# ---- block 1 ----
Block 1, placed cells, one color a class:
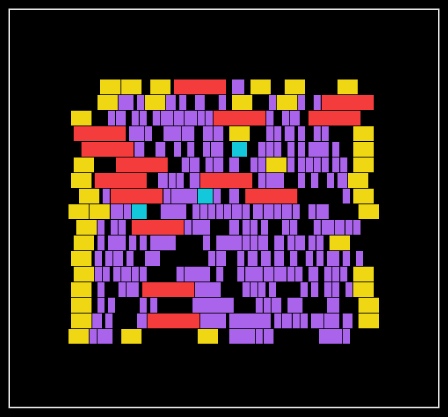

### src/rtl/datapath_ula.sv
// Three-register datapath (X operand, Y accumulator, Z result) around a small ULA.
// All registers update together on the rising edge from their pre-edge values.
module datapath_ula #(
    parameter int N = 4
) (
    input  logic         clock,
    input  logic         reset_n,
    input  logic [N-1:0] data_in,
    input  logic [3:0]   Tx,
    input  logic [3:0]   Ty,
    input  logic [3:0]   Tz,
    input  logic [3:0]   Tula,
    output logic [N-1:0] X,
    output logic [N-1:0] Y,
    output logic [N-1:0] Z,
    output logic         carry,
    output logic         zero,
    output logic [N-1:0] ula_out
);

    localparam logic [3:0] OP_HOLD   = 4'd0;
    localparam logic [3:0] OP_LOAD   = 4'd1;
    localparam logic [3:0] OP_SHIFTR = 4'd2;
    localparam logic [3:0] OP_SHIFTL = 4'd3;
    localparam logic [3:0] OP_RESET  = 4'd4;

    localparam logic [3:0] ULA_ADD   = 4'd0;
    localparam logic [3:0] ULA_SUB   = 4'd1;
    localparam logic [3:0] ULA_MAIOR = 4'd2;
    localparam logic [3:0] ULA_MENOR = 4'd3;
    localparam logic [3:0] ULA_IGUAL = 4'd4;
    localparam logic [3:0] ULA_XOR   = 4'd5;
    localparam logic [3:0] ULA_AND   = 4'd6;

    logic [N-1:0] r_x;
    logic [N-1:0] r_y;
    logic [N-1:0] r_z;
    logic         r_carry;
    logic         r_zero;

    logic [N:0]   w_sum;
    logic [N-1:0] w_ula;
    logic         w_cout;

    // No handshake: opcodes are sampled every edge, so a held opcode repeats its action.
    function automatic logic [N-1:0] reg_next(input logic [N-1:0] cur,
                                              input logic [3:0]   op,
                                              input logic [N-1:0] load_val);
        logic [N-1:0] nxt;
        nxt = cur;
        case (op)
            OP_LOAD:   nxt = load_val;
            OP_SHIFTR: nxt = {1'b0, cur[N-1:1]};
            OP_SHIFTL: nxt = {cur[N-2:0], 1'b0};
            OP_RESET:  nxt = '0;
            default:   nxt = cur;
        endcase
        return nxt;
    endfunction

    always_comb begin
        w_sum  = {1'b0, r_x} + {1'b0, r_y};
        w_ula  = '0;
        w_cout = 1'b0;
        case (Tula)
            ULA_ADD: begin
                w_ula  = w_sum[N-1:0];
                w_cout = w_sum[N];
            end
            ULA_SUB: begin
                w_ula  = r_x - r_y;
                w_cout = (r_x < r_y);
            end
            ULA_MAIOR: w_ula = {{(N-1){1'b0}}, (r_x > r_y)};
            ULA_MENOR: w_ula = {{(N-1){1'b0}}, (r_x < r_y)};
            ULA_IGUAL: w_ula = {{(N-1){1'b0}}, (r_x == r_y)};
            ULA_XOR:   w_ula = r_x ^ r_y;
            ULA_AND:   w_ula = r_x & r_y;
            default:   w_ula = '0;
        endcase
    end

    always_ff @(posedge clock or negedge reset_n) begin
        if (!reset_n) begin
            r_x     <= '0;
            r_y     <= '0;
            r_z     <= '0;
            r_carry <= 1'b0;
            r_zero  <= 1'b0;
        end else begin
            r_x <= reg_next(r_x, Tx, data_in);
            r_y <= reg_next(r_y, Ty, w_ula);
            r_z <= reg_next(r_z, Tz, r_y);
            // Flags track the accumulator: captured on Y LOAD, cleared on Y RESET.
            if (Ty == OP_LOAD) begin
                r_carry <= w_cout;
                r_zero  <= (w_ula == '0);
            end else if (Ty == OP_RESET) begin
                r_carry <= 1'b0;
                r_zero  <= 1'b0;
            end
        end
    end

    assign X       = r_x;
    assign Y       = r_y;
    assign Z       = r_z;
    assign carry   = r_carry;
    assign zero    = r_zero;
    assign ula_out = w_ula;

endmodule
### config.mk
export PLATFORM = sky130hd
export DESIGN_NAME = datapath_ula
export DESIGN_NICKNAME = d
export VERILOG_FILES = /design/src/rtl/datapath_ula.sv
export SDC_FILE = /design/constraint.sdc
export NUM_CORES = 1
export LEC_CHECK = 0
export ABC_AREA = 1
export CAP_MARGIN = 20
export CORE_ASPECT_RATIO = 0.9
export CORE_MARGIN = 10
export CORE_UTILIZATION = 51
export DETAILED_ROUTE_END_ITERATION = 10
export HOLD_SLACK_MARGIN = 0.02
export PLACE_DENSITY = 0.87
export SYNTH_ARGS = -nofsm -noshare
export SYNTH_HDL_FRONTEND = slang
export SYNTH_SLANG_ARGS = --single-unit
### constraint.sdc
create_clock -name clock -period 5.15 [get_ports clock]
set_input_delay 0.7725 -clock clock [delete_from_list [all_inputs] [get_ports clock]]
set_output_delay 0.7725 -clock clock [all_outputs]
set_load 0.02 [all_outputs]
# ---- block 2 ----
**src/rtl/hazard_pkg.sv**
```systemverilog
// Shared types for the pipeline hazard controller: per-stage shadow metadata,
// forward-select encoding and the stall-cause priority used to decode the steering outputs.
package hazard_pkg;

  localparam int MAX_REG_W = 8;
  localparam int MAX_FWD_W = 3;

  typedef logic [MAX_FWD_W-1:0] fwd_sel_t;

  localparam fwd_sel_t FWD_REGFILE = '0;

  typedef struct packed {
    logic                 valid;
    logic                 wen;
    logic [MAX_REG_W-1:0] wsel;
    logic [MAX_REG_W-1:0] rs;
    logic [MAX_REG_W-1:0] rt;
    logic                 is_load;
    logic                 is_mem;
  } stage_meta_t;

  // Listed in decreasing priority; the first active cause owns the cycle.
  typedef enum logic [2:0] {
    CAUSE_NONE,
    CAUSE_HALT,
    CAUSE_DMEM,
    CAUSE_LOADUSE,
    CAUSE_BRANCH,
    CAUSE_JUMP,
    CAUSE_IFETCH
  } stall_cause_t;

  function automatic logic src_hit(input stage_meta_t e, input logic [MAX_REG_W-1:0] src);
    return e.valid && e.wen && (src != '0) && (e.wsel == src);
  endfunction

endpackage

```
**src/rtl/hazard_shadow_stage.sv**
```systemverilog
// One shadow pipeline entry: clears on flush, loads on enable, holds otherwise.
// One-cycle latency; the caller's en/flush is the only backpressure.
module hazard_shadow_stage
  import hazard_pkg::*;
(
  input  logic        CLK,
  input  logic        nRST,
  input  logic        en,
  input  logic        flush,
  input  stage_meta_t d,
  output stage_meta_t q
);

  always_ff @(posedge CLK or negedge nRST) begin
    if (!nRST) begin
      q <= '0;
    end else if (flush) begin
      q <= '0;
    end else if (en) begin
      q <= d;
    end
  end

endmodule

```
**src/rtl/pipeline_hazard_ctrl.sv**
```systemverilog
// N-register hazard/forwarding controller; steering outputs are combinational from the shadow
// pipeline and current inputs. HAZARD_FORWARDING_EN enables EX forwarding, else RAW stalls.
module pipeline_hazard_ctrl
  import hazard_pkg::*;
#(
  parameter int NSTAGES = 4,
  parameter int REG_W   = 5,
  parameter int FWD_W   = $clog2(NSTAGES)
) (
  input  logic               CLK,
  input  logic               nRST,
  input  logic               ihit,
  input  logic               dhit,
  input  logic               id_valid,
  input  logic [REG_W-1:0]   id_rs,
  input  logic [REG_W-1:0]   id_rt,
  input  logic               id_wen,
  input  logic [REG_W-1:0]   id_wsel,
  input  logic               id_is_load,
  input  logic               id_is_mem,
  input  logic               id_jump,
  input  logic               ex_br_taken,
  input  logic               wb_halt,
  output logic [NSTAGES-1:0] en,
  output logic [NSTAGES-1:0] flush,
  output logic               pc_en,
  output logic [FWD_W-1:0]   fwd_a,
  output logic [FWD_W-1:0]   fwd_b,
  output logic               halted
);

  stage_meta_t  id_meta;
  stage_meta_t  shadow [1:NSTAGES-1];
  stall_cause_t cause;
  logic         dmem_stall;
  logic         load_use;
  logic [MAX_REG_W-1:0] src_rs;
  logic [MAX_REG_W-1:0] src_rt;

  assign src_rs = MAX_REG_W'(id_rs);
  assign src_rt = MAX_REG_W'(id_rt);

  always_comb begin
    id_meta         = '0;
    id_meta.valid   = id_valid;
    id_meta.wen     = id_wen;
    id_meta.wsel    = MAX_REG_W'(id_wsel);
    id_meta.rs      = src_rs;
    id_meta.rt      = src_rt;
    id_meta.is_load = id_is_load;
    id_meta.is_mem  = id_is_mem;
  end

  for (genvar k = 1; k < NSTAGES; k++) begin : g_shadow
    stage_meta_t d;
    if (k == 1) begin : g_first
      assign d = id_meta;
    end else begin : g_next
      assign d = shadow[k-1];
    end
    hazard_shadow_stage u_stage (
      .CLK   (CLK),
      .nRST  (nRST),
      .en    (en[k]),
      .flush (flush[k]),
      .d     (d),
      .q     (shadow[k])
    );
  end

  always_ff @(posedge CLK or negedge nRST) begin
    if (!nRST) begin
      halted <= 1'b0;
    end else if (wb_halt && shadow[NSTAGES-1].valid) begin
      halted <= 1'b1;
    end
  end

  assign dmem_stall = shadow[2].valid && shadow[2].is_mem && !dhit;

  always_comb begin
    load_use = 1'b0;
`ifdef HAZARD_FORWARDING_EN
    // Only loads still short of the last register are unforwardable.
    for (int j = 1; j <= NSTAGES-3; j++) begin
      if (shadow[j].is_load && (src_hit(shadow[j], src_rs) || src_hit(shadow[j], src_rt)))
        load_use = 1'b1;
    end
`else
    for (int j = 1; j < NSTAGES; j++) begin
      if (src_hit(shadow[j], src_rs) || src_hit(shadow[j], src_rt))
        load_use = 1'b1;
    end
`endif
    load_use = load_use && id_valid;
  end

  always_comb begin
    if (halted)           cause = CAUSE_HALT;
    else if (dmem_stall)  cause = CAUSE_DMEM;
    else if (load_use)    cause = CAUSE_LOADUSE;
    else if (ex_br_taken) cause = CAUSE_BRANCH;
    else if (id_jump)     cause = CAUSE_JUMP;
    else if (!ihit)       cause = CAUSE_IFETCH;
    else                  cause = CAUSE_NONE;
  end

  always_comb begin
    en    = '1;
    flush = '0;
    pc_en = 1'b1;
    case (cause)
      CAUSE_HALT: begin
        en    = '0;
        pc_en = 1'b0;
      end
      CAUSE_DMEM: begin
        en[2:0]  = 3'b000;
        flush[3] = 1'b1;
        pc_en    = 1'b0;
      end
      CAUSE_LOADUSE: begin
        en[0]    = 1'b0;
        flush[1] = 1'b1;
        pc_en    = 1'b0;
      end
      CAUSE_BRANCH: flush[1:0] = 2'b11;
      CAUSE_JUMP:   flush[0]   = 1'b1;
      CAUSE_IFETCH: begin
        flush[0] = 1'b1;
        pc_en    = 1'b0;
      end
      default: ;
    endcase
    if (!nRST) begin
      en    = '0;
      flush = '1;
      pc_en = 1'b0;
    end
  end

`ifdef HAZARD_FORWARDING_EN
  fwd_sel_t sel_a;
  fwd_sel_t sel_b;

  // Scan oldest to youngest so the lowest-index match overwrites the others.
  always_comb begin
    sel_a = FWD_REGFILE;
    sel_b = FWD_REGFILE;
    for (int k = NSTAGES-1; k >= 2; k--) begin
      if (!shadow[k].is_load || k == NSTAGES-1) begin
        if (src_hit(shadow[k], shadow[1].rs)) sel_a = fwd_sel_t'(k);
        if (src_hit(shadow[k], shadow[1].rt)) sel_b = fwd_sel_t'(k);
      end
    end
  end

  assign fwd_a = nRST ? FWD_W'(sel_a) : FWD_W'(FWD_REGFILE);
  assign fwd_b = nRST ? FWD_W'(sel_b) : FWD_W'(FWD_REGFILE);
`else
  assign fwd_a = FWD_W'(FWD_REGFILE);
  assign fwd_b = FWD_W'(FWD_REGFILE);
`endif

endmodule

```
**config.mk**
```make
export PLATFORM = sky130hd
export DESIGN_NAME = pipeline_hazard_ctrl
export DESIGN_NICKNAME = d
export VERILOG_FILES = /design/src/rtl/hazard_pkg.sv /design/src/rtl/hazard_shadow_stage.sv /design/src/rtl/pipeline_hazard_ctrl.sv
export SDC_FILE = /design/constraint.sdc
export NUM_CORES = 1
export LEC_CHECK = 0
export CAP_MARGIN = 40
export CORE_ASPECT_RATIO = 1.25
export CORE_MARGIN = 2
export CORE_UTILIZATION = 36
export CTS_CLUSTER_SIZE = 30
export DETAILED_ROUTE_END_ITERATION = 10
export GPL_TIMING_DRIVEN = 0
export HOLD_SLACK_MARGIN = 0.03
export PLACE_DENSITY = 0.71
export SYNTH_ARGS = -nofsm -noshare
export SYNTH_HDL_FRONTEND = slang
export SYNTH_SLANG_ARGS = --single-unit
```
**constraint.sdc**
```tcl
create_clock -name CLK -period 3.5 [get_ports CLK]
set_clock_uncertainty 0.15 [all_clocks]
set_input_delay 0.7 -clock CLK [delete_from_list [all_inputs] [get_ports CLK]]
set_output_delay 0.7 -clock CLK [all_outputs]
set_load 0.03 [all_outputs]
```
# ---- block 3 ----
**src/rtl/alu_decode_stage.sv**
```systemverilog
// RV32I decode/issue stage: instruction -> ALU control bundle, held in a registered ID/EX boundary.
// Optional macro ALU_DEC_SKID_EN adds a 1-entry skid buffer and a registered in_ready.
module alu_decode_stage #(
  parameter int WIDTH = 32
) (
  input  logic             clk,
  input  logic             rst_n,
  input  logic             in_valid,
  output logic             in_ready,
  input  logic [31:0]      in_instr,
  input  logic [WIDTH-1:0] in_pc,
  input  logic             flush,
  output logic             out_valid,
  input  logic             out_ready,
  output logic [WIDTH-1:0] out_pc,
  output logic [4:0]       out_rs1,
  output logic [4:0]       out_rs2,
  output logic [4:0]       out_rd,
  output logic [3:0]       ALUctrl,
  output logic             ALUsrc,
  output logic [WIDTH-1:0] ImmOp,
  output logic [1:0]       op1_sel,
  output logic             reg_write,
  output logic             mem_read,
  output logic             mem_write,
  output logic             branch,
  output logic             jump,
  output logic             illegal
);

  localparam logic [6:0] OPC_OP     = 7'b0110011;
  localparam logic [6:0] OPC_OPIMM  = 7'b0010011;
  localparam logic [6:0] OPC_LOAD   = 7'b0000011;
  localparam logic [6:0] OPC_STORE  = 7'b0100011;
  localparam logic [6:0] OPC_BRANCH = 7'b1100011;
  localparam logic [6:0] OPC_LUI    = 7'b0110111;
  localparam logic [6:0] OPC_AUIPC  = 7'b0010111;
  localparam logic [6:0] OPC_JAL    = 7'b1101111;
  localparam logic [6:0] OPC_JALR   = 7'b1100111;

  localparam logic [6:0] F7_ZERO = 7'b0000000;
  localparam logic [6:0] F7_ALT  = 7'b0100000;

  localparam logic [3:0] ALU_ADD  = 4'b0000;
  localparam logic [3:0] ALU_SUB  = 4'b0001;
  localparam logic [3:0] ALU_SLL  = 4'b0010;
  localparam logic [3:0] ALU_SLT  = 4'b0011;
  localparam logic [3:0] ALU_SLTU = 4'b0100;
  localparam logic [3:0] ALU_XOR  = 4'b0101;
  localparam logic [3:0] ALU_SRL  = 4'b0110;
  localparam logic [3:0] ALU_SRA  = 4'b0111;
  localparam logic [3:0] ALU_OR   = 4'b1000;
  localparam logic [3:0] ALU_AND  = 4'b1001;

  typedef struct packed {
    logic [WIDTH-1:0] pc;
    logic [4:0]       rs1;
    logic [4:0]       rs2;
    logic [4:0]       rd;
    logic [3:0]       alu_ctrl;
    logic             alu_src;
    logic [WIDTH-1:0] imm;
    logic [1:0]       op1_sel;
    logic             reg_write;
    logic             mem_read;
    logic             mem_write;
    logic             branch;
    logic             jump;
    logic             illegal;
  } bundle_t;

  function automatic logic [3:0] alu_of_f3(input logic [2:0] f3);
    case (f3)
      3'b000:  return ALU_ADD;
      3'b001:  return ALU_SLL;
      3'b010:  return ALU_SLT;
      3'b011:  return ALU_SLTU;
      3'b100:  return ALU_XOR;
      3'b101:  return ALU_SRL;
      3'b110:  return ALU_OR;
      default: return ALU_AND;
    endcase
  endfunction

  logic [6:0] opcode;
  logic [2:0] funct3;
  logic [6:0] funct7;
  assign opcode = in_instr[6:0];
  assign funct3 = in_instr[14:12];
  assign funct7 = in_instr[31:25];

  logic [WIDTH-1:0] imm_i, imm_s, imm_b, imm_u, imm_j;
  assign imm_i = WIDTH'($signed(in_instr[31:20]));
  assign imm_s = WIDTH'($signed({in_instr[31:25], in_instr[11:7]}));
  assign imm_b = WIDTH'($signed({in_instr[31], in_instr[7], in_instr[30:25], in_instr[11:8], 1'b0}));
  assign imm_u = WIDTH'($signed({in_instr[31:12], 12'b0}));
  assign imm_j = WIDTH'($signed({in_instr[31], in_instr[19:12], in_instr[20], in_instr[30:21], 1'b0}));

  bundle_t dec;
  logic    legal;

  // ImmOp is zero whenever the instruction carries no immediate (R-type, illegal).
  always_comb begin
    dec       = '0;
    legal     = 1'b1;
    dec.pc    = in_pc;
    dec.rs1   = in_instr[19:15];
    dec.rs2   = in_instr[24:20];
    dec.rd    = in_instr[11:7];
    case (opcode)
      OPC_OP: begin
        dec.reg_write = 1'b1;
        if (funct7 == F7_ZERO)
          dec.alu_ctrl = alu_of_f3(funct3);
        else if (funct7 == F7_ALT && funct3 == 3'b000)
          dec.alu_ctrl = ALU_SUB;
        else if (funct7 == F7_ALT && funct3 == 3'b101)
          dec.alu_ctrl = ALU_SRA;
        else
          legal = 1'b0;
      end
      OPC_OPIMM: begin
        dec.reg_write = 1'b1;
        dec.alu_src   = 1'b1;
        dec.imm       = imm_i;
        dec.alu_ctrl  = alu_of_f3(funct3);
        if (funct3 == 3'b001 && funct7 != F7_ZERO)
          legal = 1'b0;
        if (funct3 == 3'b101) begin
          if (funct7 == F7_ALT)
            dec.alu_ctrl = ALU_SRA;
          else if (funct7 != F7_ZERO)
            legal = 1'b0;
        end
      end
      OPC_LOAD: begin
        dec.alu_src   = 1'b1;
        dec.imm       = imm_i;
        dec.mem_read  = 1'b1;
        dec.reg_write = 1'b1;
      end
      OPC_STORE: begin
        dec.alu_src   = 1'b1;
        dec.imm       = imm_s;
        dec.mem_write = 1'b1;
      end
      OPC_BRANCH: begin
        dec.imm    = imm_b;
        dec.branch = 1'b1;
        case (funct3)
          3'b000, 3'b001: dec.alu_ctrl = ALU_SUB;
          3'b100, 3'b101: dec.alu_ctrl = ALU_SLT;
          3'b110, 3'b111: dec.alu_ctrl = ALU_SLTU;
          default:        legal        = 1'b0;
        endcase
      end
      OPC_LUI: begin
        dec.op1_sel   = 2'b10;
        dec.alu_src   = 1'b1;
        dec.imm       = imm_u;
        dec.reg_write = 1'b1;
      end
      OPC_AUIPC: begin
        dec.op1_sel   = 2'b01;
        dec.alu_src   = 1'b1;
        dec.imm       = imm_u;
        dec.reg_write = 1'b1;
      end
      OPC_JAL: begin
        dec.op1_sel   = 2'b01;
        dec.alu_src   = 1'b1;
        dec.imm       = imm_j;
        dec.jump      = 1'b1;
        dec.reg_write = 1'b1;
      end
      OPC_JALR: begin
        if (funct3 == 3'b000) begin
          dec.alu_src   = 1'b1;
          dec.imm       = imm_i;
          dec.jump      = 1'b1;
          dec.reg_write = 1'b1;
        end else begin
          legal = 1'b0;
        end
      end
      default: legal = 1'b0;
    endcase
    // Illegal encodings still travel down the pipe, but with every side effect stripped.
    if (!legal) begin
      dec.alu_ctrl  = ALU_ADD;
      dec.alu_src   = 1'b0;
      dec.imm       = '0;
      dec.op1_sel   = 2'b00;
      dec.reg_write = 1'b0;
      dec.mem_read  = 1'b0;
      dec.mem_write = 1'b0;
      dec.branch    = 1'b0;
      dec.jump      = 1'b0;
      dec.illegal   = 1'b1;
    end
  end

  // Handshake: a transfer happens on a rising edge where valid & ready are both high;
  // valid never depends on ready, and a held bundle stays stable until it transfers.
  bundle_t ob;
  logic    out_valid_q;
  logic    accept;

  assign accept = in_valid & in_ready;

`ifdef ALU_DEC_SKID_EN
  bundle_t skid;
  logic    skid_valid;
  logic    out_adv;

  assign in_ready = ~skid_valid;
  assign out_adv  = ~out_valid_q | out_ready;

  always_ff @(posedge clk or negedge rst_n) begin
    if (!rst_n) begin
      out_valid_q <= 1'b0;
      ob          <= '0;
      skid_valid  <= 1'b0;
      skid        <= '0;
    end else if (flush) begin
      out_valid_q <= 1'b0;
      skid_valid  <= 1'b0;
    end else if (out_adv) begin
      // The skid entry is older than anything offered now, so it drains first.
      if (skid_valid) begin
        ob          <= skid;
        out_valid_q <= 1'b1;
        skid_valid  <= 1'b0;
      end else if (accept) begin
        ob          <= dec;
        out_valid_q <= 1'b1;
      end else begin
        out_valid_q <= 1'b0;
      end
    end else if (accept) begin
      skid       <= dec;
      skid_valid <= 1'b1;
    end
  end
`else
  assign in_ready = ~out_valid_q | out_ready;

  always_ff @(posedge clk or negedge rst_n) begin
    if (!rst_n) begin
      out_valid_q <= 1'b0;
      ob          <= '0;
    end else if (flush) begin
      out_valid_q <= 1'b0;
    end else if (accept) begin
      ob          <= dec;
      out_valid_q <= 1'b1;
    end else if (out_ready) begin
      out_valid_q <= 1'b0;
    end
  end
`endif

  assign out_valid = out_valid_q;
  assign out_pc    = ob.pc;
  assign out_rs1   = ob.rs1;
  assign out_rs2   = ob.rs2;
  assign out_rd    = ob.rd;
  assign ALUctrl   = ob.alu_ctrl;
  assign ALUsrc    = ob.alu_src;
  assign ImmOp     = ob.imm;
  assign op1_sel   = ob.op1_sel;
  assign reg_write = ob.reg_write;
  assign mem_read  = ob.mem_read;
  assign mem_write = ob.mem_write;
  assign branch    = ob.branch;
  assign jump      = ob.jump;
  assign illegal   = ob.illegal;

endmodule

```
**config.mk**
```make
export PLATFORM = sky130hd
export DESIGN_NAME = alu_decode_stage
export DESIGN_NICKNAME = d
export VERILOG_FILES = /design/src/rtl/alu_decode_stage.sv
export SDC_FILE = /design/constraint.sdc
export NUM_CORES = 1
export LEC_CHECK = 0
export CORE_MARGIN = 2
export CORE_UTILIZATION = 44
export DETAILED_ROUTE_END_ITERATION = 16
export PLACE_DENSITY = 0.8
export SETUP_SLACK_MARGIN = 0.5
export SLEW_MARGIN = 20
export SYNTH_ARGS = -nofsm -noshare
export SYNTH_HDL_FRONTEND = slang
export SYNTH_SLANG_ARGS = --single-unit
```
**constraint.sdc**
```tcl
create_clock -name clk -period 1.66 [get_ports clk]
set_input_delay 0.249 -clock clk [delete_from_list [all_inputs] [get_ports clk]]
set_output_delay 0.249 -clock clk [all_outputs]
set_load 0.01 [all_outputs]
```
# ---- block 4 ----
### src/rtl/flyback_feedback.sv
// ----------------------------------------------------------------------------
// flyback_feedback
//
// Bang-bang regulation loop for a flyback converter. A comparator result
// (Vout above reference) is counted over a fixed measurement window. The
// count then steps a 2-bit duty-cycle code that goes to the PWM controller.
// After each update, a short blanking gap lets the converter respond before
// the next window starts.
//
// Sequence: SETTLE -> MEASURE (WINDOW samples) -> DECIDE (1 cycle) -> BLANK
//           -> MEASURE ...
// Dropping en_i returns the loop to SETTLE and keeps the outputs frozen.
//
// Ports
//   clk          in   single clock, rising edge
//   rst_async_n  in   async active-low reset; asserts immediately and
//                     releases through a 2-flop synchronizer
//   cmp_async_i  in   asynchronous comparator, 2-flop synchronized
//   en_i         in   synchronous regulation enable
//   dutycyc_o    out  [1:0] duty-cycle code
//   upd_o        out  one-cycle strobe when dutycyc_o takes a decided value
//   fault_o      out  comparator was high for an entire window
//
// Configuration
//   FLYBACK_FEEDBACK_SOFTSTART_EN  when defined, the duty code starts at 00.
//                                  It is limited by a ceiling that rises by
//                                  one code per decision, so start-up walks
//                                  00->01->10->11.
// ----------------------------------------------------------------------------
module flyback_feedback #(
  parameter int WINDOW = 21,
  parameter int HI_THR = 14,
  parameter int LO_THR = 6,
  parameter int SETTLE = 4,
  parameter int BLANK  = 2
) (
  input  logic       clk,
  input  logic       rst_async_n,
  input  logic       cmp_async_i,
  input  logic       en_i,
  output logic [1:0] dutycyc_o,
  output logic       upd_o,
  output logic       fault_o
);

  localparam int CNT_W   = 5;
  localparam int TMR_MAX = (SETTLE > BLANK) ? SETTLE : BLANK;
  localparam int TMR_W   = $clog2(TMR_MAX + 1);

`ifdef FLYBACK_FEEDBACK_SOFTSTART_EN
  localparam logic [1:0] DUTY_RST = 2'b00;
`else
  localparam logic [1:0] DUTY_RST = 2'b01;
`endif

  typedef enum logic [1:0] {
    S_SETTLE  = 2'd0,
    S_MEASURE = 2'd1,
    S_DECIDE  = 2'd2,
    S_BLANK   = 2'd3
  } state_t;

  // A full window forces the minimum code. Otherwise the code moves one
  // step toward regulation, saturating at 00 and 11.
  function automatic logic [1:0] step_duty(input logic [1:0]       duty,
                                           input logic [CNT_W-1:0] ones);
    logic [1:0] res;
    res = duty;
    if (ones == CNT_W'(WINDOW)) begin
      res = 2'b00;
    end else if (ones >= CNT_W'(HI_THR)) begin
      res = (duty == 2'b00) ? 2'b00 : duty - 2'd1;
    end else if (ones <= CNT_W'(LO_THR)) begin
      res = (duty == 2'b11) ? 2'b11 : duty + 2'd1;
    end
    return res;
  endfunction

  function automatic logic [1:0] sat_inc2(input logic [1:0] v);
    return (v == 2'b11) ? 2'b11 : v + 2'd1;
  endfunction

  // ---- reset synchronizer: async assert, 2-flop release ----
  logic rst_meta_q, rst_sync_q;
  logic rst_n;

  always_ff @(posedge clk or negedge rst_async_n) begin
    if (!rst_async_n) begin
      rst_meta_q <= 1'b0;
      rst_sync_q <= 1'b0;
    end else begin
      rst_meta_q <= 1'b1;
      rst_sync_q <= rst_meta_q;
    end
  end

  assign rst_n = rst_sync_q;

  // ---- comparator synchronizer (cmp_s_q lags the pin by 2 edges) ----
  logic cmp_meta_q, cmp_s_q;

  always_ff @(posedge clk or negedge rst_n) begin
    if (!rst_n) begin
      cmp_meta_q <= 1'b0;
      cmp_s_q    <= 1'b0;
    end else begin
      cmp_meta_q <= cmp_async_i;
      cmp_s_q    <= cmp_meta_q;
    end
  end

  // ---- control FSM and counters ----
  state_t           state_q, state_d;
  logic [TMR_W-1:0] tmr_q, tmr_d;
  logic [CNT_W-1:0] win_q, win_d;
  logic [CNT_W-1:0] ones_q, ones_d;
  logic [1:0]       duty_q, duty_d;
  logic             fault_q, fault_d;
  logic             upd_q, upd_d;
`ifdef FLYBACK_FEEDBACK_SOFTSTART_EN
  logic [1:0]       ceil_q, ceil_d;
`endif

  always_ff @(posedge clk or negedge rst_n) begin
    if (!rst_n) begin
      state_q <= S_SETTLE;
      tmr_q   <= '0;
      win_q   <= '0;
      ones_q  <= '0;
      duty_q  <= DUTY_RST;
      fault_q <= 1'b0;
      upd_q   <= 1'b0;
    end else begin
      state_q <= state_d;
      tmr_q   <= tmr_d;
      win_q   <= win_d;
      ones_q  <= ones_d;
      duty_q  <= duty_d;
      fault_q <= fault_d;
      upd_q   <= upd_d;
    end
  end

`ifdef FLYBACK_FEEDBACK_SOFTSTART_EN
  // The ceiling survives en_i dropping; only reset brings it back to 00.
  always_ff @(posedge clk or negedge rst_n) begin
    if (!rst_n) begin
      ceil_q <= 2'b00;
    end else begin
      ceil_q <= ceil_d;
    end
  end
`endif

  always_comb begin
    state_d = state_q;
    tmr_d   = tmr_q;
    win_d   = win_q;
    ones_d  = ones_q;
    duty_d  = duty_q;
    fault_d = fault_q;
    upd_d   = 1'b0;
`ifdef FLYBACK_FEEDBACK_SOFTSTART_EN
    ceil_d  = ceil_q;
`endif

    if (!en_i) begin
      // Disabled: restart from SETTLE. This also drops a pending decision.
      state_d = S_SETTLE;
      tmr_d   = '0;
      win_d   = '0;
      ones_d  = '0;
    end else begin
      case (state_q)
        S_SETTLE: begin
          if (tmr_q == TMR_W'(SETTLE - 1)) begin
            state_d = S_MEASURE;
            tmr_d   = '0;
            win_d   = '0;
            ones_d  = '0;
          end else begin
            tmr_d = tmr_q + 1'b1;
          end
        end

        S_MEASURE: begin
          if (cmp_s_q && (ones_q != CNT_W'(WINDOW))) begin
            ones_d = ones_q + 1'b1;
          end
          if (win_q == CNT_W'(WINDOW - 1)) begin
            state_d = S_DECIDE;
            win_d   = '0;
          end else begin
            win_d = win_q + 1'b1;
          end
        end

        S_DECIDE: begin
          state_d = S_BLANK;
          tmr_d   = '0;
          upd_d   = 1'b1;
          fault_d = (ones_q == CNT_W'(WINDOW));
`ifdef FLYBACK_FEEDBACK_SOFTSTART_EN
          ceil_d  = sat_inc2(ceil_q);
          duty_d  = (step_duty(duty_q, ones_q) > ceil_d) ? ceil_d
                                                         : step_duty(duty_q, ones_q);
`else
          duty_d  = step_duty(duty_q, ones_q);
`endif
        end

        S_BLANK: begin
          if (tmr_q == TMR_W'(BLANK - 1)) begin
            state_d = S_MEASURE;
            tmr_d   = '0;
            win_d   = '0;
            ones_d  = '0;
          end else begin
            tmr_d = tmr_q + 1'b1;
          end
        end

        default: begin
          state_d = S_SETTLE;
          tmr_d   = '0;
          win_d   = '0;
          ones_d  = '0;
        end
      endcase
    end
  end

`ifndef FLYBACK_FEEDBACK_SOFTSTART_EN
  // Keeps the helper referenced in builds without the ceiling.
  logic [1:0] unused_inc;
  assign unused_inc = sat_inc2(2'b00);
`endif

  // ---- outputs ----
  assign dutycyc_o = duty_q;
  assign upd_o     = upd_q;
  assign fault_o   = fault_q;

endmodule

### config.mk
export PLATFORM = sky130hd
export DESIGN_NAME = flyback_feedback
export DESIGN_NICKNAME = d
export VERILOG_FILES = /design/src/rtl/flyback_feedback.sv
export SDC_FILE = /design/constraint.sdc
export NUM_CORES = 1
export LEC_CHECK = 0
export CAP_MARGIN = 10
export CORE_MARGIN = 2
export CORE_UTILIZATION = 55
export DETAILED_ROUTE_END_ITERATION = 16
export GPL_TIMING_DRIVEN = 0
export PLACE_DENSITY = 0.8
export SLEW_MARGIN = 25
export SYNTH_ARGS = -nofsm -noshare
export SYNTH_HDL_FRONTEND = slang
export SYNTH_SLANG_ARGS = --single-unit
### constraint.sdc
create_clock -name clk -period 1.85 [get_ports clk]
set_input_delay 0.185 -clock clk [delete_from_list [all_inputs] [get_ports clk]]
set_output_delay 0.185 -clock clk [all_outputs]
set_load 0.01 [all_outputs]

## Gallery

Wires at chosen ports, followed through buffers.
Bar = 20 um.
panel A
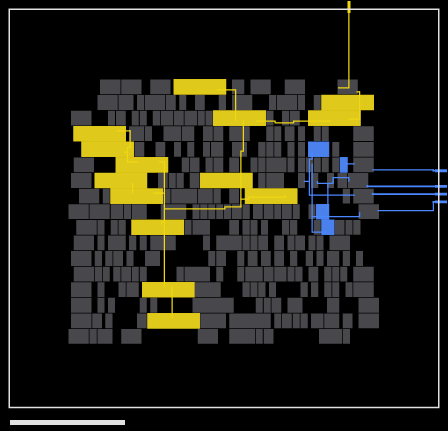
panel B
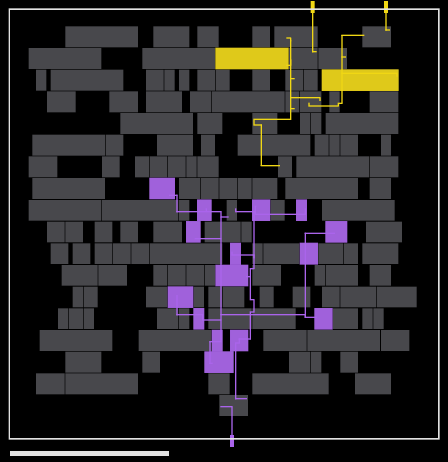
panel C
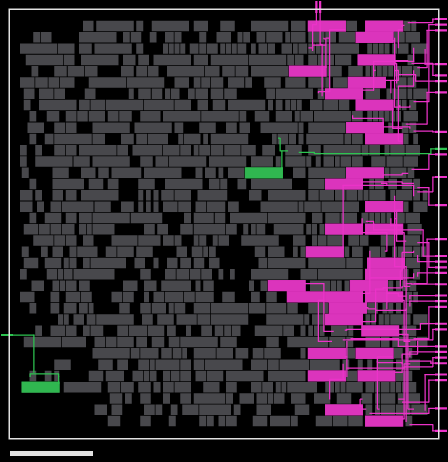
panel D
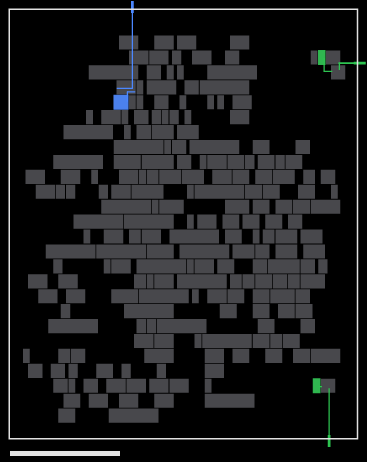
- panel C = block 3
- panel B = block 4
- panel D = block 2
- panel A = block 1

Block 2, PDN straps and rails:
Bar = 20 um. Pins as bars on the die edge.
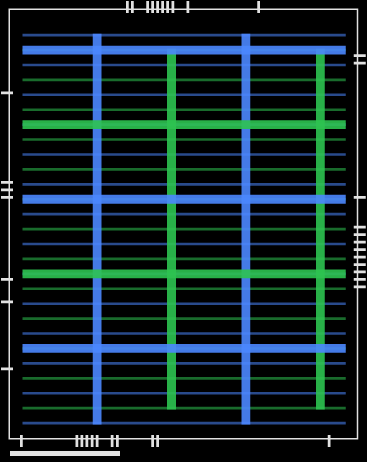
- VDD: green
- VSS: blue
- rows: 26
- met5 straps: 5
- met1 rails: 27

Block 2, cell density map:
Bar = 20 um. 6 x 8 tiles, from black (low) to pale yellow (high), 0 to 100% covered.
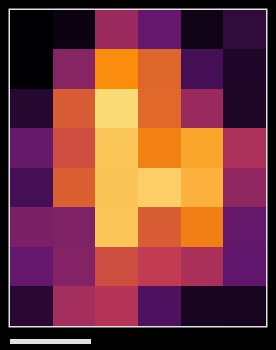
- densest ninth of the die: center
- nearly empty tiles: 4.2%
- fullest tile: 92%
- mean over tiles: 42%
- tiles over 75% full: 17%

==> ci_impl_report.md, block 2 <==
## Synthesis and layout report

| Metric | Value |
|---|---|
| Num ports | 40 |
| Tap Cells | 56 |
| Top logic cells by instance count in the layout | dfrtp_1 (24), mux2i_1 (23), buf_4 (22), nor2_1 (21), xnor2_1 (19) |
| Synthesis Warnings | 0 |
| DRC | 0 |
| Worst setup path endpoint | pc_en |
| DR top layer | met4 |
| TritonCTS clock tree | built |
| Cell type with the largest total area | dfrtp_1 |
| Flip-flops with a built-in enable | 0 |
| GRT Util Overall | 0.171 |
| Combinational share of power | 0.428 |
| Fin cells | 263 |
| Area of the core | 4160 sq um |
| Status | completed |
| Placed insts | 254 |
| VDD IR max | 0.224 mV |
| Post-synth area from yosys stat | 1580 sq um |
| # setup viols final | 0 |
| Critical path capture point type | output pin |
| Tcrit/Tclk final | 0.979 |
| WP buf/inv | 2 |
## block 2: Yosys cell counts, types with 2 or more instances
cell,count
buf_4,10
nor2_1,21
nand2_1,6
or4_1,2
and2_1,2
nand4_1,4
nor3_1,10
o211ai_1,2
nor4_1,3
xnor2_1,19
dfrtp_1,24
mux2i_1,23
clkbuf_1,2
xor2_1,11
o21ai_2,2
## block 2: cell families (layout without fill, tap and decap cells)
group	after synthesis	in the layout	share of synthesized area
xor gates and xnor gates	30	30	0.167
buffers and inverters	16	60	0.0674
and+or+nand+nor	56	56	0.185
DFF	24	24	0.381
muxes	23	23	0.146
other	1	4	0.00238
AOI/OAI and AO/OA	10	10	0.0523
## block 2: power groups by stage
stage | clock, W | combinational (W) | sequential [W]
finish | 0.000161 | 0.000363 | 0.000325
global route | 0.000181 | 0.000390 | 0.000328
CTS | 0.000167 | 0.000353 | 0.000325
detailed placement | 0 | 0.000359 | 0.000330
global placement | 0 | 0.000355 | 0.000330
floorplan | 0 | 0.000233 | 0.000332
## block 2: timing repair
item / CTS / global route
setup buffers: 1 / 5
pin swaps: 3 / 9
gates resized: 50 / 41
setup endpoints to repair: 9 / 6
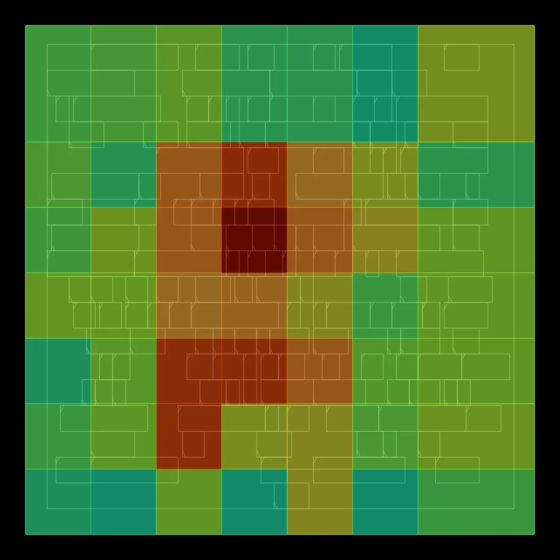
Block 4: routing congestion
GRT Util Overall: 0.219
Final Core Density: 0.639
met3 Resource Use GR: 0.0333
met1 global-route usage: 0.247
Routed WL per cell: 15.0 um

==> ci_impl_report.md, block 4 <==
## Synthesis and layout report

| Metric | Value |
|---|---|
| Status | completed |
| VDD IR max | 0.656 mV |
| Flip-flops with a built-in enable | 0 |
| Dominant Register Cell | dfrtp_1 |
| Signal buffers | 14 |
| Pwr Total | 0.00155 W |
| GP Congestion | 0.820 |
| Row count | 18 |
| Ao+oa area frac | 0.157 |
| Root buffer cell | clkbuf_4 |
| Final nets | 170 |
| # port buffers | 7 |
| Clock buffers | 3 |
| Synth Cell Area | 1360 sq um |
| Area of the core | 2410 sq um |
| Reg2reg end | ones_q[4] |
| Commonest Layout Cell | dfrtp_1 |
| DR top layer | met4 |
| Critical path capture point type | flop |
| Mapped Avg Cell Area | 9.98 sq um |
| Signal buffers share of area | 0.0731 |
| Initial antenna violation count | 0 |
| Synthesis Warnings | 0 |
| Antenna Cells | 0 |
| Max stage delay cell, worst path | dfrtp_1 |
| HP Class | input port to async pin |
| Fin cells | 181 |
| FF-to-FF path depth | 6 |
| Number of nets with antenna violations after routing | 0 |
| Die width | 53.7 um |
| Top cells, area | dfrtp_1 (41%), ha_1 (13%), a31oi_1 (3.7%), inv_1 (3.3%), mux2i_1 (2.9%) |
| Post-Route WL | 2.72 mm |
| Setup WS post-layout | 0.0620 ns |
| Crit Path Max Fanout | 6 |
| First-pass GRT wire length | 4.53 mm |
| CP max stage delay | 0.43 ns |
| Worst setup SP type | flop |
| WL met1 | 1.16 mm |
| Logic area | 738 sq um |
| Number of H-tree levels | 1 |
[block 4: repair_timing]
action | 4_1_cts | 5_1_grt
hold buffers | 0 | 0
pin swaps | 0 | 1
buffers inserted | 2 | 2
gates cloned | 0 | 0
endpoints found under the setup margin | 4 | 2
resized | 2 | 7
[block 4: report_power, final]
group | leakage, nW | switching [W] | internal, W | total (W)
sequential | 0.297 | 0.0000561 | 0.000569 | 0.000625
clock | 0.0177 | 0.000155 | 0.0000810 | 0.000236
combinational | 0.390 | 0.000361 | 0.000323 | 0.000684
total | 0.705 | 0.000572 | 0.000973 | 0.00155
[block 4: cells in the mapped netlist (2+ instances only)]
cell type and count:
inv_1 12, mux2i_1 4, nand4_1 3, nor2_1 4, a31oi_1 8, o211ai_1 3, nor2b_1 3, o21a_1 2
or3_1 3, nand2b_1 3, o32ai_1 2, nand2_1 9, a21oi_1 4, dfrtp_1 22, nand3_1 5, o21ai_0 5
clkbuf_1 2, and3_1 4, ha_1 14, a221o_1 2, nand4b_1 2, and2_1 4
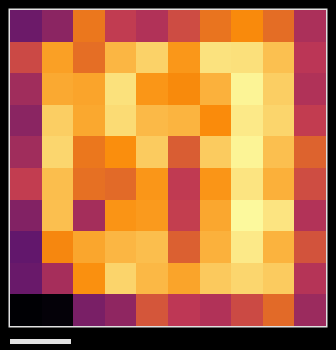
Block 3: cell density map
Bar = 20 um. 10 x 10 tiles, from black (low) to pale yellow (high), 0 to 100% covered.
- nearly empty tiles: 2.0%
- emptiest ninth of the die: south-west
- fullest tile: 99%
- mean over tiles: 69%
- tiles over 75% full: 51%

==> ci_impl_report.md, block 3 <==
## Synthesis and layout report

| Metric | Value |
|---|---|
| Status | completed |
| Clk buf depth | 2 |
| Net Sw Power | 0.00162 W |
| Worst setup startpoint | out_valid |
| Crit path DRT | 1.91 ns |
| P_comb | 0.00138 W |
| GP Congestion | 0.931 |
| WL met1 | 6.17 mm |
| VDD IR max | 0.523 mV |
| TNS Setup | 0 ns |
| Clock skew | 0.0132 ns |
| Multiplexer share of the synthesized area | 0 |
| Most Crowded Layer GR | met2 |
| Die Ht | 103 um |
| Clk. pwr | 0.00153 W |
| Synthesis Warnings | 0 |
| Reg2reg end | reg_write |
| Pwr Total | 0.00547 W |
| HP Class | input port to flop |
| Hold worst-path end | mem_write |
[block 3: cell type report]
type / count / area [sq um] / area share
clock buffers: 10 / 128 / 0.0171
flip-flops and latches: 93 / 2330 / 0.311
inverters: 7 / 26.3 / 0.00351
clock inverters: 6 / 68.8 / 0.00921
multi-input cells: 320 / 2230 / 0.299
well taps: 133 / 166 / 0.0223
repair buffers: 300 / 2520 / 0.338
[block 3: cell usage after synthesis, drive strengths merged, types with 2 or more instances]
master   number  area [sq um]
nand2       179           672
nor4          2          25.0
a32o          9          90.1
nand3         4          20.0
nor3          5          25.0
nor2          8          30.0
clkbuf        9          33.8
o21ai         8          40.0
a22o         32           280
a21oi         3          15.0
o31ai         4          35.0
buf          22           125
a22oi         2          15.0
nor3b         2          20.0
a31o          2          17.5
o2111ai       2          17.5
o32ai         2          25.0
nor2b         4          25.0
or3           3          18.8
nand3b        5          50.1
nand2b        4          25.0
o221ai        2          23.8
a31oi         2          12.5
a21o         11          82.6
xnor2         2          17.5
a211oi        2          15.0
and3b         2          21.3
dfrtp        93          2330
inv           7          26.3
Block 1, cell density map:
Bar = 20 um. 7 x 7 tiles, from black (low) to pale yellow (high), 0 to 100% covered.
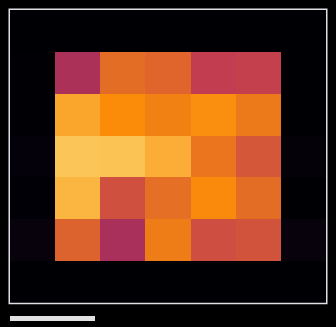
- tiles over 75% full: 12%
- fullest tile: 88%
- mean over tiles: 34%
- nearly empty tiles: 47%
- densest ninth of the die: center

Notes on 'placed cells, one color a class' of block 1 above:
- clock-net drivers: cyan (cells 3; share of their area 1.3%)
- registers: red (cells 14; share of their area 20%)
- remaining logic cells: purple (cells 204; share of their area 57%)
- remaining buffers and delay cells: yellow (cells 39; share of their area 22%)

==> ci_impl_report.md, block 1 <==
## Synthesis and layout report

| Metric | Value |
|---|---|
| Power share of the sequential group | 0.301 |
| Placed insts | 285 |
| First-pass detailed-route iteration total | 4 |
| GRT Util Overall | 0.137 |
| Status | completed |
| Crit path DRT | 4.38 ns |
| Number of clock sinks | 14 |
| Synthesized registers | 14 |
| Seq pwr | 0.000162 W |
| Worst setup SP type | input port |
| Synth Area in Simple Gates | 0.373 |
| Post-Place Cell Area | 1790 sq um |
| # setup viols final | 0 |
| Fin. Hold Viols | 0 |
| CTS Buf Count | 3 |
| Vias per inst | 5.05 |
| Root buffer cell | clkbuf_4 |
| Worst rel slew slack | 0.566 |
| CP cell instances | clkdlybuf4s50_1, inv_2, nor2_2, nand2_1, nor2_1, nand2_1, nand4_1, clkdlybuf4s50_1 |
## block 1: per-layer routing
metal	wire, um	track usage	up-vias	share of wire
met1	1680	0.173	625	0.47
li1	-	-	783	-
met3	291	0.0556	6	0.082
met4	56	0.0417	0	0.016
met2	1540	0.203	39	0.43
met5	0	0	-	0
## block 1: worst paths after layout
path	start	end	slack (ns)	depth (start not counted)
setup / recovery	Tula[1]	ula_out[0]	1.84	8
hold / removal	zero	zero	0.49	2
setup reg to reg	X[0]	Y[1]	3.15	9
hold reg to reg	zero	zero	0.49	2
max in group asynchronous	reset_n	Z[3]	3.85	1
min in group asynchronous	reset_n	carry	0.88	1
## block 1: cell type report
cell class | instances | area [sq um] | share of cell area
multi-input combinational | 163 | 858 | 0.474
timing repair buffer | 39 | 390 | 0.216
sequential | 14 | 350 | 0.194
inverter | 41 | 154 | 0.0850
tap | 28 | 35.0 | 0.0194
clock buffer | 3 | 22.5 | 0.0124
## block 1: critical path, delay by kind of cell
kind | cells | cell delay (ns)
and+or+nand+nor | 5 | 0.52
buffers and inverters | 3 | 1.25
## block 1: flip-flops by register name, summed over array words and instances, names as in the netlist
register	count
zero	1
X	4
Y	4
carry	1
Z	4

# ---- block 5 ----
Block 5, wires at chosen ports, followed through buffers:
Bar = 10 um.
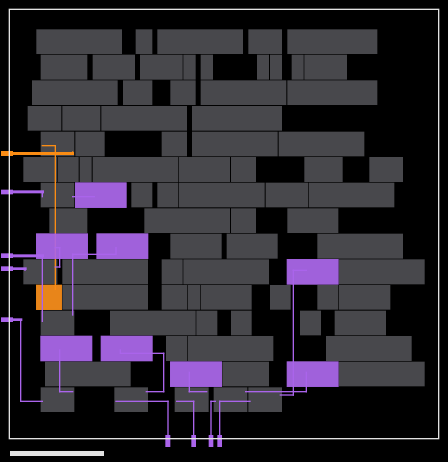
Block 5, PDN straps and rails:
Bar = 10 um. Pins as bars on the die edge.
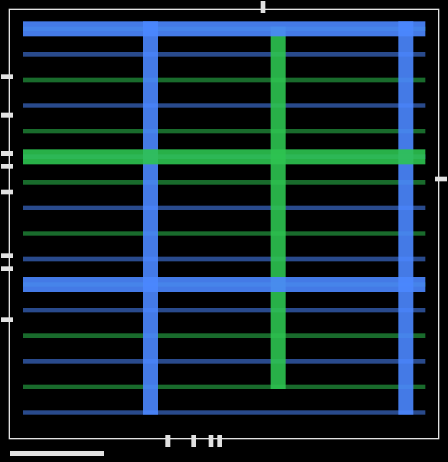
Block 5, cell density map:
Bar = 10 um. 9 x 9 tiles, from black (low) to pale yellow (high), 0 to 100% covered.
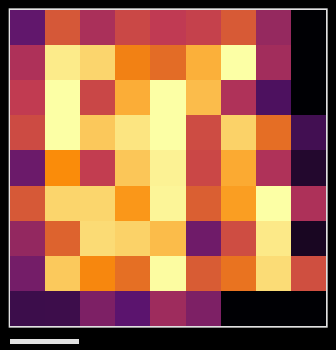
`src/rtl/paralelo_serial_pkg.sv`:
```
// paralelo_serial_pkg: link constants and FSM encoding shared by paralelo_serial and serial_paralelo
package paralelo_serial_pkg;
  localparam logic [7:0] COM_SYM = 8'hBC;
  localparam int SYNC_LEN = 4;
  typedef enum logic {SYNC, ACTIVE} link_state_t;
endpackage

```
`src/rtl/paralelo_serial_shift.sv`:
```
// paralelo_serial_shift: 8-bit load/shift register, MSB first, with bit counter and byte-boundary flag
module paralelo_serial_shift (
  input  logic       clk_32f,
  input  logic       reset,
  input  logic [7:0] load_byte,
  output logic       data_out,
  output logic       boundary
);
  logic [7:0] sr;
  logic [2:0] cnt;
  // boundary is high when the coming edge wraps the counter 7->0 and loads a byte
  assign boundary = cnt == 3'd7;
  assign data_out = sr[7];
  always_ff @(posedge clk_32f or posedge reset)
    if (reset) begin
      sr  <= 8'h00;
      cnt <= 3'd7;
    end else begin
      cnt <= cnt + 3'd1;
      sr  <= boundary ? load_byte : {sr[6:0], 1'b0};
    end
endmodule

```
`src/rtl/paralelo_serial.sv`:
```
// paralelo_serial: byte-to-bit serializer with COM sync preamble, idle fill and a one-byte holding register
module paralelo_serial
  import paralelo_serial_pkg::*;
#(
  parameter logic [7:0] COM        = COM_SYM,
  parameter int         SYNC_COUNT = SYNC_LEN
) (
  input  logic       clk_32f,
  input  logic       reset,
  input  logic [7:0] data_in,
  input  logic       valid_in,
  output logic       ready_out,
  output logic       data_out,
  output logic       active
);
  localparam int SW = $clog2(SYNC_COUNT + 1);
  link_state_t state;
  logic [SW-1:0] sync_cnt;
  logic [7:0] hold;
  logic full, boundary, xfer;
  logic [7:0] load_byte;
  assign active    = state == ACTIVE;
  assign ready_out = active && (!full || boundary);
  assign xfer      = valid_in && ready_out;
  assign load_byte = active && full ? hold : COM;
  paralelo_serial_shift u_shift (
    .clk_32f  (clk_32f),
    .reset    (reset),
    .load_byte(load_byte),
    .data_out (data_out),
    .boundary (boundary)
  );
  // a transfer on a boundary edge refills the register the shifter is unloading
  always_ff @(posedge clk_32f or posedge reset)
    if (reset) begin
      state    <= SYNC;
      sync_cnt <= '0;
      full     <= 1'b0;
      hold     <= 8'h00;
    end else begin
      if (xfer) hold <= data_in;
      full <= xfer || (full && !boundary);
      if (state == SYNC && boundary) begin
        sync_cnt <= sync_cnt + 1'b1;
        if (sync_cnt == SW'(SYNC_COUNT - 1)) state <= ACTIVE;
      end
    end
endmodule

```
`config.mk`:
```
export PLATFORM = sky130hd
export DESIGN_NAME = paralelo_serial
export DESIGN_NICKNAME = d
export VERILOG_FILES = /design/src/rtl/paralelo_serial_pkg.sv /design/src/rtl/paralelo_serial_shift.sv /design/src/rtl/paralelo_serial.sv
export SDC_FILE = /design/constraint.sdc
export NUM_CORES = 1
export LEC_CHECK = 0
export CAP_MARGIN = 5
export CORE_UTILIZATION = 56
export CTS_CLUSTER_DIAMETER = 100
export DETAILED_ROUTE_END_ITERATION = 8
export GPL_TIMING_DRIVEN = 0
export MAX_ROUTING_LAYER = met4
export PLACE_DENSITY = 0.81
export SLEW_MARGIN = 40
export SYNTH_ARGS = -nofsm -noshare
export SYNTH_HDL_FRONTEND = slang
export SYNTH_HIERARCHICAL = 1
export SYNTH_SLANG_ARGS = --single-unit
```
`constraint.sdc`:
```
create_clock -name clk_32f -period 5.35 [get_ports clk_32f]
set_clock_uncertainty 0.1 [all_clocks]
set_input_delay 1.07 -clock clk_32f [delete_from_list [all_inputs] [get_ports clk_32f]]
set_output_delay 1.07 -clock clk_32f [all_outputs]
set_load 0.005 [all_outputs]
```
==> ci_impl_report.md <==
## Synthesis and layout report

| Metric | Value |
|---|---|
| Status | completed |
| GRT Util Overall | 0.183 |
| Clk latency of the worst-skew pair | 0.30 ns |
| Final nets | 103 |
| # port buffers | 13 |
| Pwr Total | 0.000344 W |
| Clk buf depth | 2 |
| Switching portion of total power | 0.204 |
| Tool Warnings | 26 |
| # setup viols final | 0 |
| Internal Power | 0.000274 W |
| Clock Power Share | 0.264 |
| Multiplexer share of the synthesized area | 0.223 |
| First-pass detailed-route iteration total | 2 |
| Async set-reset flop share out of synthesis | 1.00 |
| Top cells, area | dfrtp_1 (50%), mux2_4 (21%), dfstp_2 (7.4%), ha_1 (4.7%), or2_2 (2.9%) |
| Adder share | 0.0472 |
| Signal buffers share of area | 0.121 |
| Vias | 553 |
## Picture notes: 'wires at chosen ports, followed through buffers' of block 5
- data_in: purple (bits 8; direction input; end cells 8; buffers 8; wire 114 um)
- ready_out: orange (bits 1; direction output; end cells 1; buffers 1; wire 23.1 um)

## Picture notes: 'PDN straps and rails' of block 5
- VSS: blue
- VDD: green
- met1 rails: 16
- met5 straps: 3
- rows: 15
- signal pins: 14
- met4 straps: 3

## Picture notes: 'cell density map' of block 5
- mean over tiles: 59%
- tiles over 75% full: 36%
- emptiest ninth of the die: north-east
- nearly empty tiles: 7.4%
- densest ninth of the die: center

-- flip-flops by register name, indices dropped and copies added (netlist names) --
| register | count |
|---|---|
| u_shift/cnt | 3 |
| hold | 8 |
| u_shift/sr | 8 |
| full | 1 |
| active | 1 |
| sync_cnt | 3 |
-- per-stage QoR --
stage / instances / setup WS, ns / hold WS [ns] / area (sq um) / util
after floorplan: 70 / 3.07 / 0.318 / 1060 / -
after global placement: 108 / 2.50 / 0.323 / 1220 / 0.700
after detailed placement: 108 / 2.43 / 0.328 / 1220 / 0.700
after CTS: 112 / 2.07 / 0.357 / 1260 / 0.721
after global routing: 112 / 2.00 / 0.362 / 1260 / 0.721
final: 112 / 2.11 / 0.352 / 1260 / 0.721
-- worst max-delay path, cell delays in order, from the launching register on --
cell and delay (ns):
dfstp_2 0.55, ha_1 0.16, ha_1 0.23, nand2b_1 0.19
and2_2 0.16, clkdlybuf4s50_1 0.49
-- metal layers --
metal	vias to the layer above	wire length, um	track usage
met5	-	0	-
met4	0	0	0.0545
met3	0	52	0.0476
met2	11	743	0.280
met1	275	671	0.240
li1	267	-	-


==> layout pictures side by side <==
Placed cells, one color a class.
(a)
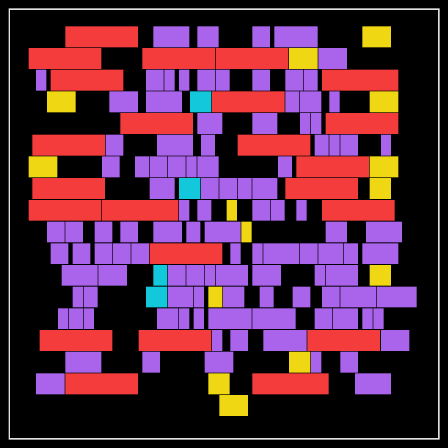
(b)
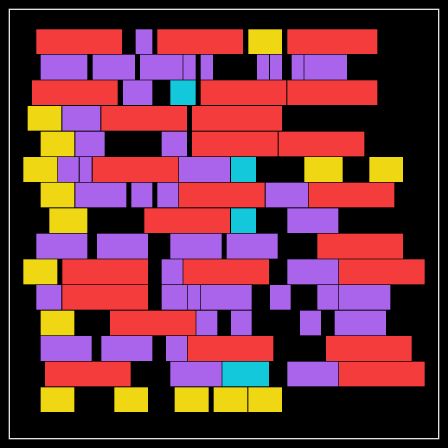
(c)
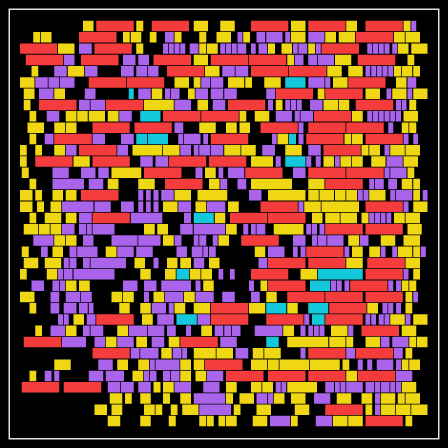
(d)
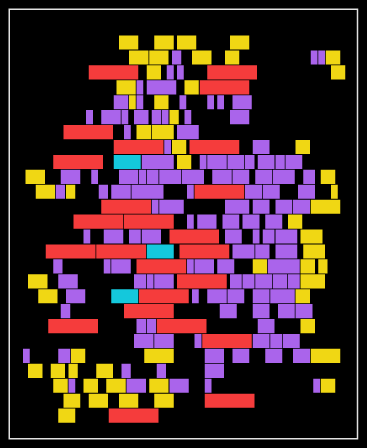
block 4: (a)
block 3: (c)
block 5: (b)
block 2: (d)

No activity file was given, so power comes from the tool's default toggle rates.
